######## uart_sample_rx ########
uart_sample_rx, routing congestion:
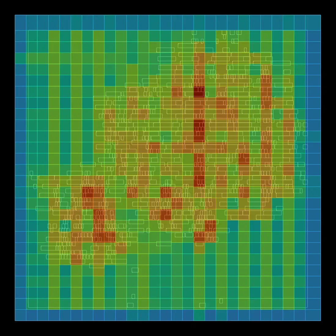

===== src/rtl/uart_sample_rx.sv =====
// 8N1 UART receiver that rebuilds two-byte frames into 14-bit samples
// and queues them in a first-word-fall-through FIFO with rx_ready flow control.
module uart_sample_rx #(
    parameter int CLKS_PER_BIT = 868,
    parameter int DATA_W       = 14,
    parameter int FIFO_DEPTH   = 8
) (
    input  logic              clk,
    input  logic              rst,
    input  logic              rxd,
    output logic              rx_ready,
    output logic [DATA_W-1:0] dout,
    output logic              dout_valid,
    input  logic              dout_ready,
    output logic              frame_err,
    output logic              seq_err,
    output logic              overflow
);

    localparam int AW = $clog2(FIFO_DEPTH);
    localparam logic [15:0] HALF_M1 = 16'(CLKS_PER_BIT / 2 - 1);
    localparam logic [15:0] FULL_M1 = 16'(CLKS_PER_BIT - 1);
    localparam logic [AW:0] CNT_FULL = (AW + 1)'(FIFO_DEPTH);
    localparam logic [AW+1:0] READY_MAX = (AW + 2)'(FIFO_DEPTH - 2);

    typedef enum logic [1:0] {
        BS_IDLE,
        BS_START,
        BS_DATA,
        BS_STOP
    } bit_state_t;

    typedef enum logic {
        AS_LOW,
        AS_HIGH
    } asm_state_t;

    // Synchroniser, plus one extra stage for falling-edge detection.
    logic rxd_meta;
    logic rxd_s;
    logic rxd_s_q;

    always_ff @(posedge clk or posedge rst) begin
        if (rst) begin
            rxd_meta <= 1'b1;
            rxd_s    <= 1'b1;
            rxd_s_q  <= 1'b1;
        end else begin
            rxd_meta <= rxd;
            rxd_s    <= rxd_meta;
            rxd_s_q  <= rxd_s;
        end
    end

    bit_state_t  bit_state;
    logic [15:0] bit_cnt;
    logic [2:0]  bit_idx;
    logic [7:0]  shreg;
    logic [7:0]  byte_data;
    logic        byte_valid;

    always_ff @(posedge clk or posedge rst) begin
        if (rst) begin
            bit_state  <= BS_IDLE;
            bit_cnt    <= '0;
            bit_idx    <= '0;
            shreg      <= '0;
            byte_data  <= '0;
            byte_valid <= 1'b0;
            frame_err  <= 1'b0;
        end else begin
            byte_valid <= 1'b0;
            frame_err  <= 1'b0;
            case (bit_state)
                BS_IDLE: begin
                    if (rxd_s_q && !rxd_s) begin
                        bit_state <= BS_START;
                        bit_cnt   <= '0;
                    end
                end
                BS_START: begin
                    // A start bit that is high again at mid-bit is a glitch.
                    if (bit_cnt == HALF_M1) begin
                        bit_cnt   <= '0;
                        bit_idx   <= '0;
                        bit_state <= rxd_s ? BS_IDLE : BS_DATA;
                    end else begin
                        bit_cnt <= bit_cnt + 16'd1;
                    end
                end
                BS_DATA: begin
                    if (bit_cnt == FULL_M1) begin
                        bit_cnt <= '0;
                        shreg   <= {rxd_s, shreg[7:1]};
                        if (bit_idx == 3'd7) begin
                            bit_state <= BS_STOP;
                        end else begin
                            bit_idx <= bit_idx + 3'd1;
                        end
                    end else begin
                        bit_cnt <= bit_cnt + 16'd1;
                    end
                end
                BS_STOP: begin
                    // Leave at stop-bit centre so a back-to-back start edge is seen.
                    if (bit_cnt == FULL_M1) begin
                        bit_cnt   <= '0;
                        bit_state <= BS_IDLE;
                        if (rxd_s) begin
                            byte_valid <= 1'b1;
                            byte_data  <= shreg;
                        end else begin
                            frame_err <= 1'b1;
                        end
                    end else begin
                        bit_cnt <= bit_cnt + 16'd1;
                    end
                end
                default: bit_state <= BS_IDLE;
            endcase
        end
    end

    asm_state_t        asm_state;
    logic [6:0]        lo_bits;
    logic              push_req;
    logic [DATA_W-1:0] push_data;

    always_ff @(posedge clk or posedge rst) begin
        if (rst) begin
            asm_state <= AS_LOW;
            lo_bits   <= '0;
            push_req  <= 1'b0;
            push_data <= '0;
            seq_err   <= 1'b0;
        end else begin
            push_req <= 1'b0;
            seq_err  <= 1'b0;
            if (frame_err) begin
                asm_state <= AS_LOW;
            end else if (byte_valid) begin
                case (asm_state)
                    AS_LOW: begin
                        if (!byte_data[7]) begin
                            lo_bits   <= byte_data[6:0];
                            asm_state <= AS_HIGH;
                        end else begin
                            seq_err <= 1'b1;
                        end
                    end
                    AS_HIGH: begin
                        // A second low byte replaces the first: resync on the newest one.
                        if (byte_data[7]) begin
                            push_req  <= 1'b1;
                            push_data <= {byte_data[6:0], lo_bits};
                            asm_state <= AS_LOW;
                        end else begin
                            seq_err <= 1'b1;
                            lo_bits <= byte_data[6:0];
                        end
                    end
                    default: asm_state <= AS_LOW;
                endcase
            end
        end
    end

    // dout handshake: dout is valid while dout_valid is high; an entry is
    // consumed on any clk edge where dout_valid && dout_ready are both high.
    logic [DATA_W-1:0] mem [FIFO_DEPTH];
    logic [AW:0]       wr_ptr;
    logic [AW:0]       rd_ptr;
    logic [AW:0]       fifo_count;
    logic [AW+1:0]     next_count;
    logic              fifo_full;
    logic              pop;
    logic              push_ok;

    assign fifo_count = wr_ptr - rd_ptr;
    assign fifo_full  = (fifo_count == CNT_FULL);
    assign dout_valid = (fifo_count != '0);
    assign pop        = dout_valid && dout_ready;
    assign push_ok    = push_req && (!fifo_full || pop);
    assign dout       = dout_valid ? mem[rd_ptr[AW-1:0]] : '0;
    assign next_count = {1'b0, fifo_count} + (AW + 2)'(push_ok) - (AW + 2)'(pop);

    always_ff @(posedge clk) begin
        if (push_ok) begin
            mem[wr_ptr[AW-1:0]] <= push_data;
        end
    end

    always_ff @(posedge clk or posedge rst) begin
        if (rst) begin
            wr_ptr   <= '0;
            rd_ptr   <= '0;
            rx_ready <= 1'b1;
            overflow <= 1'b0;
        end else begin
            if (push_ok) begin
                wr_ptr <= wr_ptr + (AW + 1)'(1);
            end
            if (pop) begin
                rd_ptr <= rd_ptr + (AW + 1)'(1);
            end
            if (push_req && !push_ok) begin
                overflow <= 1'b1;
            end
            // Two free slots leave room for the frame already in flight.
            rx_ready <= (next_count <= READY_MAX);
        end
    end

endmodule

===== config.mk =====
export PLATFORM = sky130hd
export DESIGN_NAME = uart_sample_rx
export DESIGN_NICKNAME = d
export VERILOG_FILES = /design/src/rtl/uart_sample_rx.sv
export SDC_FILE = /design/constraint.sdc
export NUM_CORES = 1
export LEC_CHECK = 0
export ABC_AREA = 1
export CORE_MARGIN = 8
export CORE_UTILIZATION = 28
export DETAILED_ROUTE_END_ITERATION = 8
export SLEW_MARGIN = 40
export SYNTH_ARGS = -nofsm -noshare
export SYNTH_HDL_FRONTEND = slang
export SYNTH_SLANG_ARGS = --single-unit

===== constraint.sdc =====
create_clock -name clk -period 6.49 [get_ports clk]
set_input_delay 1.6225 -clock clk [delete_from_list [all_inputs] [get_ports clk]]
set_output_delay 1.6225 -clock clk [all_outputs]
set_load 0.1 [all_outputs]

######## alien_fleet_ctrl ########
<file path="config.mk">
export PLATFORM = sky130hd
export DESIGN_NAME = alien_fleet_ctrl
export DESIGN_NICKNAME = d
export VERILOG_FILES = /design/src/rtl/alien_fleet_ctrl.sv
export SDC_FILE = /design/constraint.sdc
export NUM_CORES = 1
export LEC_CHECK = 0
export CAP_MARGIN = 25
export CORE_MARGIN = 5
export CORE_UTILIZATION = 55
export CTS_CLUSTER_SIZE = 25
export DETAILED_ROUTE_END_ITERATION = 16
export GPL_ROUTABILITY_DRIVEN = 0
export GPL_TIMING_DRIVEN = 0
export PLACE_DENSITY = 0.84
export SKIP_CTS_REPAIR_TIMING = 1
export SYNTH_ARGS = -nofsm -noshare
export SYNTH_HDL_FRONTEND = slang
export SYNTH_SLANG_ARGS = --single-unit
</file>
<file path="constraint.sdc">
create_clock -name clk -period 3.8 [get_ports clk]
set_clock_uncertainty 0.2 [all_clocks]
set_input_delay 0.95 -clock clk [delete_from_list [all_inputs] [get_ports clk]]
set_output_delay 0.95 -clock clk [all_outputs]
set_load 0.02 [all_outputs]
</file>
<file path="src/rtl/alien_fleet_ctrl.sv">
// alien_fleet_ctrl: fleet movement pacing, kill bookkeeping and round-robin firing
// for a row of aliens.
module alien_fleet_ctrl #(
    parameter int          NUM_ALIENS     = 8,
    parameter logic [15:0] BASE_FREQUENCY = 16'd50000,
    parameter logic [15:0] FREQ_STEP      = 16'd5000,
    parameter logic [15:0] MIN_FREQUENCY  = 16'd5000,
    parameter logic [15:0] MOVE_WIDTH     = 16'd4,
    parameter logic [15:0] FIRE_INTERVAL  = 16'd60000
) (
    input  logic                  clk,
    input  logic                  rst_n,
    input  logic                  game_start,
    input  logic [NUM_ALIENS-1:0] edge_hit,
    input  logic                  hit_valid,
    input  logic [4:0]            hit_index,
    output logic [NUM_ALIENS-1:0] alive,
    output logic                  movement_direction,
    output logic [15:0]           movement_frequency,
    output logic [15:0]           movement_width,
    output logic [NUM_ALIENS-1:0] armed,
    output logic                  drop_pulse,
    output logic                  fleet_cleared
);
    typedef enum logic [1:0] {IDLE, RUN, HOLDOFF, CLEARED} state_t;
    state_t                  state;
    logic [5:0]              count;
    logic [15:0]             fire_cnt;
    logic [16:0]             hold_cnt;
    logic [4:0]              arm_ptr;
    logic                    active, kill, hi_ok, lo_ok, sel_ok;
    logic [NUM_ALIENS-1:0]   kill_mask, alive_next;
    logic [15:0]             freq_next;
    logic [16:0]             freq_floor;
    logic [4:0]              sel_hi, sel_lo, sel;
    assign movement_width = MOVE_WIDTH;
    assign active     = (state == RUN) || (state == HOLDOFF);
    assign kill_mask  = NUM_ALIENS'(1) << hit_index;
    assign kill       = active && hit_valid && (32'(hit_index) < NUM_ALIENS) && |(alive & kill_mask);
    assign alive_next = kill ? (alive & ~kill_mask) : alive;
    assign freq_floor = {1'b0, MIN_FREQUENCY} + {1'b0, FREQ_STEP};
    assign freq_next  = !kill ? movement_frequency :
                        ({1'b0, movement_frequency} < freq_floor) ? MIN_FREQUENCY :
                        movement_frequency - FREQ_STEP;
    // Next shooter: lowest survivor above the pointer, else lowest at or below it.
    always_comb begin
        hi_ok  = 1'b0;
        lo_ok  = 1'b0;
        sel_hi = '0;
        sel_lo = '0;
        for (int i = NUM_ALIENS - 1; i >= 0; i--) begin
            if (alive_next[i] && i > int'(arm_ptr)) begin
                hi_ok  = 1'b1;
                sel_hi = 5'(i);
            end
            if (alive_next[i] && i <= int'(arm_ptr)) begin
                lo_ok  = 1'b1;
                sel_lo = 5'(i);
            end
        end
    end
    assign sel    = hi_ok ? sel_hi : sel_lo;
    assign sel_ok = hi_ok || lo_ok;
    always_ff @(posedge clk or negedge rst_n) begin
        if (!rst_n) begin
            state              <= IDLE;
            alive              <= '0;
            count              <= '0;
            movement_direction <= 1'b1;
            movement_frequency <= BASE_FREQUENCY;
            armed              <= '0;
            drop_pulse         <= 1'b0;
            fleet_cleared      <= 1'b0;
            fire_cnt           <= '0;
            hold_cnt           <= '0;
            arm_ptr            <= 5'(NUM_ALIENS - 1);
        end else begin
            armed      <= '0;
            drop_pulse <= 1'b0;
            if (!active) begin
                fire_cnt <= '0;
                hold_cnt <= '0;
                if (game_start) begin
                    state              <= RUN;
                    alive              <= '1;
                    count              <= 6'(NUM_ALIENS);
                    movement_direction <= 1'b1;
                    movement_frequency <= BASE_FREQUENCY;
                    arm_ptr            <= 5'(NUM_ALIENS - 1);
                    fleet_cleared      <= 1'b0;
                end
            end else begin
                alive              <= alive_next;
                movement_frequency <= freq_next;
                if (kill)
                    count <= count - 6'd1;
                if (fire_cnt == FIRE_INTERVAL - 16'd1) begin
                    fire_cnt <= '0;
                    if (sel_ok) begin
                        armed   <= NUM_ALIENS'(1) << sel;
                        arm_ptr <= sel;
                    end
                end else begin
                    fire_cnt <= fire_cnt + 16'd1;
                end
                if (state == RUN && |edge_hit) begin
                    movement_direction <= ~movement_direction;
                    drop_pulse         <= 1'b1;
                    hold_cnt           <= {1'b0, movement_frequency} + 17'd1;
                    state              <= HOLDOFF;
                end else if (state == HOLDOFF) begin
                    if (hold_cnt == '0)
                        state <= RUN;
                    else
                        hold_cnt <= hold_cnt - 17'd1;
                end
                // The last kill overrides any same-cycle arming or drop.
                if (kill && count == 6'd1) begin
                    state         <= CLEARED;
                    fleet_cleared <= 1'b1;
                    armed         <= '0;
                    drop_pulse    <= 1'b0;
                    fire_cnt      <= '0;
                    hold_cnt      <= '0;
                end
            end
        end
    end
endmodule

</file>
######## sap_microsequencer ########
$ cat src/rtl/sap_microsequencer.sv
// sap_microsequencer
// Ring-counter control unit for the 8-bit SAP datapath. It steps the T-states
// T1..T_LAST and decodes the IR opcode into the per-state control word. That
// control word is made up of the register loads, the bus source select, the
// memory write and the ALU mode.
//
// Ports:
//   clk      system clock, all state changes on the rising edge
//   reg_clr  synchronous active-high reset (highest priority)
//   en       run enable; low freezes T and forces every strobe off
//   opcode   IR[6:4], only looked at in T4..T6
//   step     single-step request (only meaningful with SAP_SINGLE_STEP_EN)
//   inc_PC, ld_MAR, ld_IR, ld_ACC, ld_Breg, ld_out   datapath strobes
//   ld_bus   bus source: 0=PC 1=memory 2=IR 3=ACC 4=ALU 7=none
//   mem_wr   memory write at the MAR address
//   cin, sum, tx   ALU controls (subtract, add path, drive result)
//   T        current T-state 1..T_LAST, 0 while halted or paused
//   halted   high once an HLT has retired
//
// Optional feature macro: SAP_SINGLE_STEP_EN. When it is defined, the sequencer
// parks in PAUSE after every instruction and waits for a rising edge of step.
// When it is not defined, step is ignored and T wraps from T_LAST to T1.

module sap_microsequencer #(
    parameter int OPCODE_W = 3,
    parameter int SEL_W    = 3,
    parameter int T_LAST   = 6
) (
    input  logic                clk,
    input  logic                reg_clr,
    input  logic                en,
    input  logic [OPCODE_W-1:0] opcode,
    input  logic                step,
    output logic                inc_PC,
    output logic                ld_MAR,
    output logic                ld_IR,
    output logic                ld_ACC,
    output logic                ld_Breg,
    output logic                ld_out,
    output logic [SEL_W-1:0]    ld_bus,
    output logic                mem_wr,
    output logic                cin,
    output logic                sum,
    output logic                tx,
    output logic [2:0]          T,
    output logic                halted
);

    typedef enum logic [1:0] {
        ST_RUN,
        ST_HALT,
        ST_PAUSE
    } state_t;

    localparam logic [2:0] T_FIRST = 3'd1;
    localparam logic [2:0] T_END   = 3'(T_LAST);

    localparam logic [OPCODE_W-1:0] OP_LDA = OPCODE_W'(0);
    localparam logic [OPCODE_W-1:0] OP_ADD = OPCODE_W'(1);
    localparam logic [OPCODE_W-1:0] OP_SUB = OPCODE_W'(2);
    localparam logic [OPCODE_W-1:0] OP_STA = OPCODE_W'(3);
    localparam logic [OPCODE_W-1:0] OP_OUT = OPCODE_W'(4);
    localparam logic [OPCODE_W-1:0] OP_HLT = OPCODE_W'(7);

    localparam logic [SEL_W-1:0] BUS_PC   = SEL_W'(0);
    localparam logic [SEL_W-1:0] BUS_MEM  = SEL_W'(1);
    localparam logic [SEL_W-1:0] BUS_IR   = SEL_W'(2);
    localparam logic [SEL_W-1:0] BUS_ACC  = SEL_W'(3);
    localparam logic [SEL_W-1:0] BUS_ALU  = SEL_W'(4);
    localparam logic [SEL_W-1:0] BUS_NONE = SEL_W'(7);

    state_t     state_q, state_d;
    logic [2:0] t_q, t_d;
    logic       active;

`ifdef SAP_SINGLE_STEP_EN
    // The previous step level is tracked even while en is low. A press made
    // while disabled therefore looks "already high" later and is not queued.
    logic stepPrev_q;
    logic stepRise;

    always_ff @(posedge clk) begin
        if (reg_clr) stepPrev_q <= 1'b0;
        else         stepPrev_q <= step;
    end

    assign stepRise = step & ~stepPrev_q;
`else
    logic unusedStep;
    assign unusedStep = step;
`endif

    always_ff @(posedge clk) begin
        if (reg_clr) begin
            state_q <= ST_RUN;
            t_q     <= T_FIRST;
        end else begin
            state_q <= state_d;
            t_q     <= t_d;
        end
    end

    // HALT and PAUSE both park T at 0, so T is simply the register.
    always_comb begin
        state_d = state_q;
        t_d     = t_q;
        if (en) begin
            case (state_q)
                ST_RUN: begin
                    if (t_q == 3'd4 && opcode == OP_HLT) begin
                        state_d = ST_HALT;
                        t_d     = 3'd0;
                    end else if (t_q == T_END) begin
`ifdef SAP_SINGLE_STEP_EN
                        state_d = ST_PAUSE;
                        t_d     = 3'd0;
`else
                        t_d     = T_FIRST;
`endif
                    end else begin
                        t_d = t_q + 3'd1;
                    end
                end
`ifdef SAP_SINGLE_STEP_EN
                ST_PAUSE: begin
                    if (stepRise) begin
                        state_d = ST_RUN;
                        t_d     = T_FIRST;
                    end
                end
`endif
                default: ;
            endcase
        end
    end

    // Strobes are also gated by reg_clr. A reset cycle therefore never lets a
    // half-finished instruction load a register at the same edge.
    assign active = en && !reg_clr && (state_q == ST_RUN);

    always_comb begin
        inc_PC  = 1'b0;
        ld_MAR  = 1'b0;
        ld_IR   = 1'b0;
        ld_ACC  = 1'b0;
        ld_Breg = 1'b0;
        ld_out  = 1'b0;
        ld_bus  = BUS_NONE;
        mem_wr  = 1'b0;
        cin     = 1'b0;
        sum     = 1'b0;
        tx      = 1'b0;
        T       = t_q;
        halted  = (state_q == ST_HALT);
        if (active) begin
            case (t_q)
                3'd1: begin
                    ld_bus = BUS_PC;
                    ld_MAR = 1'b1;
                end
                3'd2: inc_PC = 1'b1;
                3'd3: begin
                    ld_bus = BUS_MEM;
                    ld_IR  = 1'b1;
                end
                3'd4: begin
                    case (opcode)
                        OP_LDA, OP_ADD, OP_SUB, OP_STA: begin
                            ld_bus = BUS_IR;
                            ld_MAR = 1'b1;
                        end
                        OP_OUT: begin
                            ld_bus = BUS_ACC;
                            ld_out = 1'b1;
                        end
                        default: ;
                    endcase
                end
                3'd5: begin
                    case (opcode)
                        OP_LDA: begin
                            ld_bus = BUS_MEM;
                            ld_ACC = 1'b1;
                        end
                        OP_ADD, OP_SUB: begin
                            ld_bus  = BUS_MEM;
                            ld_Breg = 1'b1;
                        end
                        OP_STA: begin
                            ld_bus = BUS_ACC;
                            mem_wr = 1'b1;
                        end
                        default: ;
                    endcase
                end
                3'd6: begin
                    if (opcode == OP_ADD || opcode == OP_SUB) begin
                        sum    = 1'b1;
                        tx     = 1'b1;
                        cin    = (opcode == OP_SUB);
                        ld_bus = BUS_ALU;
                        ld_ACC = 1'b1;
                    end
                end
                default: ;
            endcase
        end
    end

endmodule

$ cat config.mk
export PLATFORM = sky130hd
export DESIGN_NAME = sap_microsequencer
export DESIGN_NICKNAME = d
export VERILOG_FILES = /design/src/rtl/sap_microsequencer.sv
export SDC_FILE = /design/constraint.sdc
export NUM_CORES = 1
export LEC_CHECK = 0
export CORE_AREA = 2 2 39 41
export DETAILED_ROUTE_END_ITERATION = 7
export DIE_AREA = 0 0 41 43
export DONT_BUFFER_PORTS = 1
export PLACE_DENSITY = 0.45
export SKIP_LAST_GASP = 1
export SYNTH_ARGS = -nofsm -noshare
export SYNTH_HDL_FRONTEND = slang
export SYNTH_SLANG_ARGS = --single-unit
$ cat constraint.sdc
create_clock -name clk -period 4.9 [get_ports clk]
set_clock_uncertainty 0.2 [all_clocks]
set_input_delay 0.49 -clock clk [delete_from_list [all_inputs] [get_ports clk]]
set_output_delay 0.49 -clock clk [all_outputs]
set_load 0.02 [all_outputs]

==> gallery <==
Gate-type map.
panel A
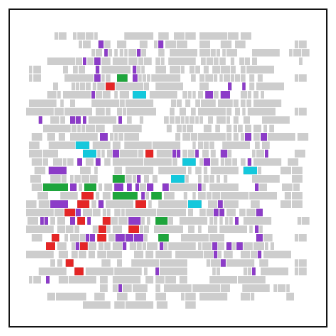
panel B
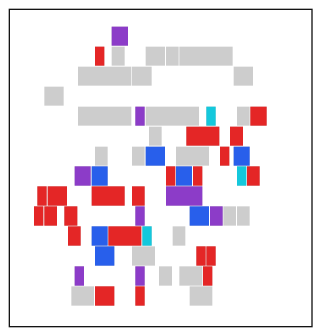
panel C
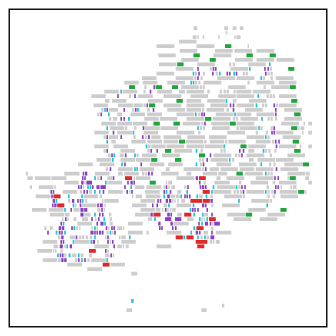
- uart_sample_rx = panel C
- sap_microsequencer = panel B
- alien_fleet_ctrl = panel A
The one with the fewest cells is panel B.
The one with the most cells is panel C.

sap_microsequencer, the metal 3 layer:
Bar = 10 um.
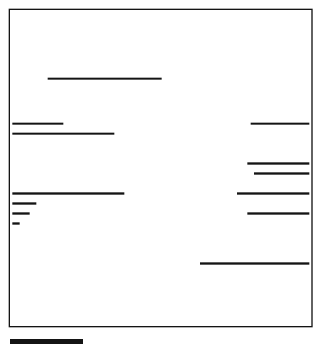
The layer holds 9.9% of the routed length. 13 nets have wire on it. The longest straight run is 15.2 um. The layer carries 112 um of wire.
drt total wl: 1.126 mm
vias: 437
met3 usage in global routing: 8.377%

sap_microsequencer, routing congestion:
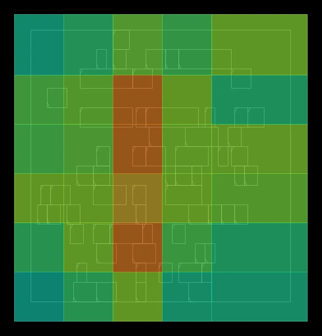
gr usage total: 14.76%
Avg WL per Cell: 14.25 um
grt met1 use: 20.58%
Core Util, Final: 33.18%
M2 GR Usage: 20.00%

==> reports/qor.csv, sap_microsequencer <==
stage,metric,value,unit
clock_network,Max Root-Sink Buffers,2,
timing,Worst slew margin,40.30,%
pwr,Sw Share,34.55,%
synthesis,ys async rst share,0,%
outcome,status,completed,
synthesis,Yosys Chip Area,437.9,um^2
placed_design,Post-DP Area,436.7,um^2
synthesis,yosys cell count,64,
setup_path,kind of critical path,reg -> out,
layout,Final Instance Area,459.2,um^2
timing,Final period util,56.45,%
die,core area,1384,um^2
pwr,Leakage,0.1382,nW
drt,total iterations of the first detailed-routing run,3,
layout,Flop area,80.08,um^2
synthesis,synth unique cells,30,
layout,share of layout cells above drive strength 1,14.29,%
die,chip height,43,um
setup_path,Worst setup SP type,flop,
layout,Top cells excl fill/tap,"10 x nor2_1, 6 x nor3_1, 6 x a21oi_1",
global_routing,initial antenna violation count,0,
pwr,clock network power share,36.8,%
clock_network,Sink Count,4,
layout,Comb area,325.3,um^2
pwr,Sw Pwr,0.00003819,W
job,tool warnings,27,
sap_microsequencer: registers in the layout, summed over array words and instances (netlist names):
register / count
state_q: 1
T: 3
sap_microsequencer: final timing paths:
kind	from	to	slack, ns	cells past startpoint
max	T[0]	ld_IR	2.13	4
min	reg_clr	T[2]	0.12	1
max reg2reg	T[0]	T[2]	2.77	4
min reg2reg	state_q[0]	state_q[0]	0.39	2
sap_microsequencer: synth_stat cells (all sizes together), types with 2 or more instances:
cell,n,area (um^2)
nor2,10,37.54
a21oi,6,30.03
nor3,6,30.03
dfxtp,4,80.08
nand2,4,15.01
o21ai,4,20.02
buf,3,17.52
inv,3,11.26
nand2b,3,26.27
nor3b,3,27.52
nor4,3,31.28
o2111ai,2,17.52
or4,2,15.01
sap_microsequencer: critical path: cells and delay by family, from the launching register on:
family,cells,cell delay (ns)
buffers and inverters,1,0.07
and+or+nand+nor,2,0.76
adders and majority gates,1,0.23
DFF,1,0.77
sap_microsequencer: area by class of cell:
cell class	instances	area share (%)
multi-input combinational	53	70.84
sequential	4	17.44
inverter	3	2.452
tap	16	4.360
clock buffer	3	4.905
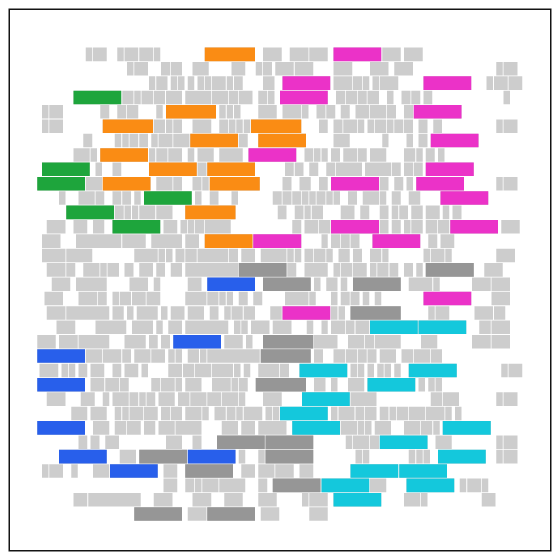
alien_fleet_ctrl: where the registers sit
`alive`: drawn in blue, placed flops 8, where bottom left. `hold_cnt`: drawn in magenta, placed flops 17. `movement_frequency`: drawn in orange, placed flops 13. `fire_cnt`: drawn in cyan, placed flops 16. `count`: drawn in green, placed flops 6.
Another 16 sequential cells are not colored.
Flop area: 1914 um^2
Power Sequential: 0.00123 W
Seq area share: 34.17%
Core Util, Final: 67.85%

==> reports/qor.csv, alien_fleet_ctrl <==
stage,metric,value,unit
outcome,status,completed,
synthesis,Yosys reg bits,76,
drt,Antenna Nets Post-Route,0,
die,Die Wd,102.2,um
setup_path,Critical Path AT,3.67,ns
global_routing,GRT overflow,0,
clock_network,clk slew on worst S/H paths,0.09,ns
clock_network,Sink Count,76,
die,I/O pins,68,
clock_network,CTS tree,yes,
global_routing,largest net degree at the start of global routing,52,
setup_path,Worst R2R Start,state[0],
drt,DR WL met3,837,um
synthesis,cell taking the most area after synthesis,dfrtp_1,
pwr,Final Power,0.003513,W
layout,clock buf count,10,
timing,FMAX,0.2774,GHz
setup_path,crit-path max cell delay,0.60,ns
setup_path,R2R Setup Slk,0.32,ns
drt,met2 WL,5.535,mm
layout,ANT cells,0,
setup_path,crit path max fanout,9,
alien_fleet_ctrl: kinds of logic after synthesis:
family / synth area share, %
flip-flops: 40.91
buffers and inverters: 6.337
AND-OR/OR-AND: 19.41
adder cells (fa/ha/maj): 1.872
AND/OR/NAND/NOR: 25.61
XOR/XNOR: 3.369
other: 0.1605
multiplexers: 2.326
alien_fleet_ctrl: power by group through the flow:
| stage | clock network [W] | logic (W) | registers, W |
|---|---|---|---|
| 6_report | 0.000575 | 0.00170 | 0.00123 |
| 5_1_grt | 0.000608 | 0.00190 | 0.00126 |
| 4_1_cts | 0.000577 | 0.00168 | 0.00123 |
| 3_5_place_dp | 0 | 0.00167 | 0.00124 |
| 3_3_place_gp | 0 | 0.00160 | 0.00122 |
| 2_1_floorplan | 0 | 0.00110 | 0.00125 |
alien_fleet_ctrl: flip-flops by register name (all words and copies together), names as in the netlist:
name                flops
alive                   8
arm_ptr                 3
armed                   8
count                   6
drop_pulse              1
fire_cnt               16
fleet_cleared           1
hold_cnt               17
movement_direction      1
movement_frequency     13
state                   2
uart_sample_rx, the metal 3 layer:
Bar = 50 um.
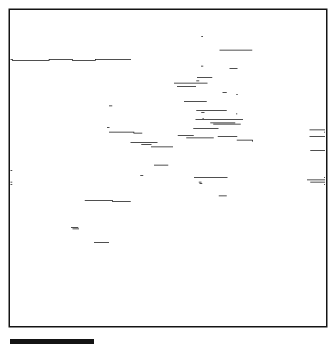
32 nets have wire on it. The wires run mostly horizontal.
drt total wl: 16.50 mm
vias: 5304
met3 usage in global routing: 1.932%

About 'routing congestion' of uart_sample_rx:
Top Usage Layer GRT: met2
grt met1 use: 12.16%
Avg WL per Cell: 13.59 um

==> reports/qor.csv, uart_sample_rx <==
stage,metric,value,unit
hold_path,Hold Crit Endpoint,rxd_s,
synthesis,cell with the most instances after synthesis,nand2_1,
pwr,Sw Share,44.01,%
outcome,status,completed,
setup_path,r2r endpoint,rx_ready,
layout,Flops,188,
synthesis,Largest type area fraction,40.17,%
synthesis,Top logic family,simple AND/OR/NAND/NOR gates,
timing,RSZ-0062 raised after global routing,no,
clock_network,Clock Tree Root,clkbuf_16,
setup_path,R2R Setup Slk,2.53,ns
timing,"Hold Vio Cnt, Final",0,
layout,area delta synth->final,14.97,%
synthesis,Yosys warning count,0,
setup_path,critical path capture point type,output port,
layout,fraction of area in non-clock buffers,2.781,%
clock_network,clk slew on worst S/H paths,0.08,ns
layout,Max-area cell class,flip-flops and latches,
synthesis,cell area after synthesis,8373,um^2
global_routing,vias in the first global route,5289,
drt,1st-iter DRT viols,348,
pwr,internal cell power,0.002269,W
clock_network,hold_buf cts,0,
drt,met2 WL,7.973,mm
layout,MI comb cells,471,
pwr,Sw Pwr,0.001784,W
drt,DR WL met3,484,um
==> uart_sample_rx: worst max-delay path by stage <==
stage                   start       end  depth (start not counted)
finish              rd_ptr[1]   dout[7]                          9
global route        rd_ptr[1]   dout[7]                          9
CTS                 rd_ptr[1]   dout[7]                          9
detailed placement  rd_ptr[1]   dout[7]                          9
global placement    rd_ptr[1]   dout[9]                          9
floorplan           rd_ptr[2]  dout[10]                         10
==> uart_sample_rx: flip-flops by register name, indices dropped and copies added, names as in the netlist, 3 cells and up, named ones only <==
register	cells
bit_idx	3
rd_ptr	4
push_data	14
wr_ptr	4
byte_data	8
shreg	8
bit_cnt	16
lo_bits	7
mem	112
==> uart_sample_rx: power by group through the flow <==
stage	sequential [W]	combinational [W]	clock [W]
after floorplan	0.00137	0.00132	0
after global placement	0.00138	0.00160	0
after detailed placement	0.00138	0.00162	0
after CTS	0.00135	0.00163	0.00112
after global routing	0.00136	0.00177	0.00116
final	0.00135	0.00161	0.00109


==> screenshots <==
The metal 2 layer.
Plate I
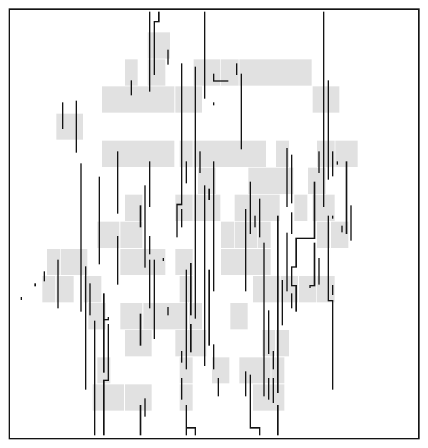
Plate II
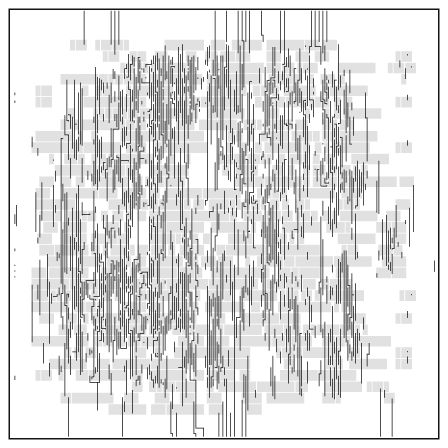
Plate III
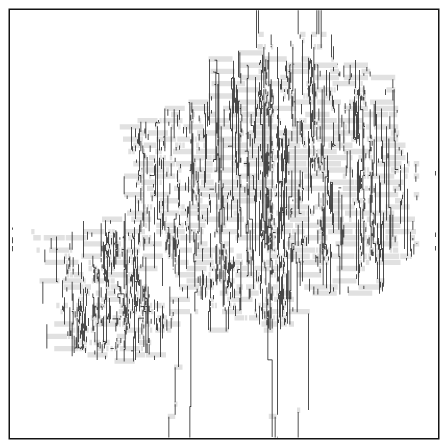
For alien_fleet_ctrl, see Plate II.
For sap_microsequencer, see Plate I.
For uart_sample_rx, see Plate III.

Key to Plate III:
The layer holds 48% of the routed length. The wires run mostly vertical. The layer carries 7970 um of wire.

No activity file was given, so power comes from the tool's default toggle rates.
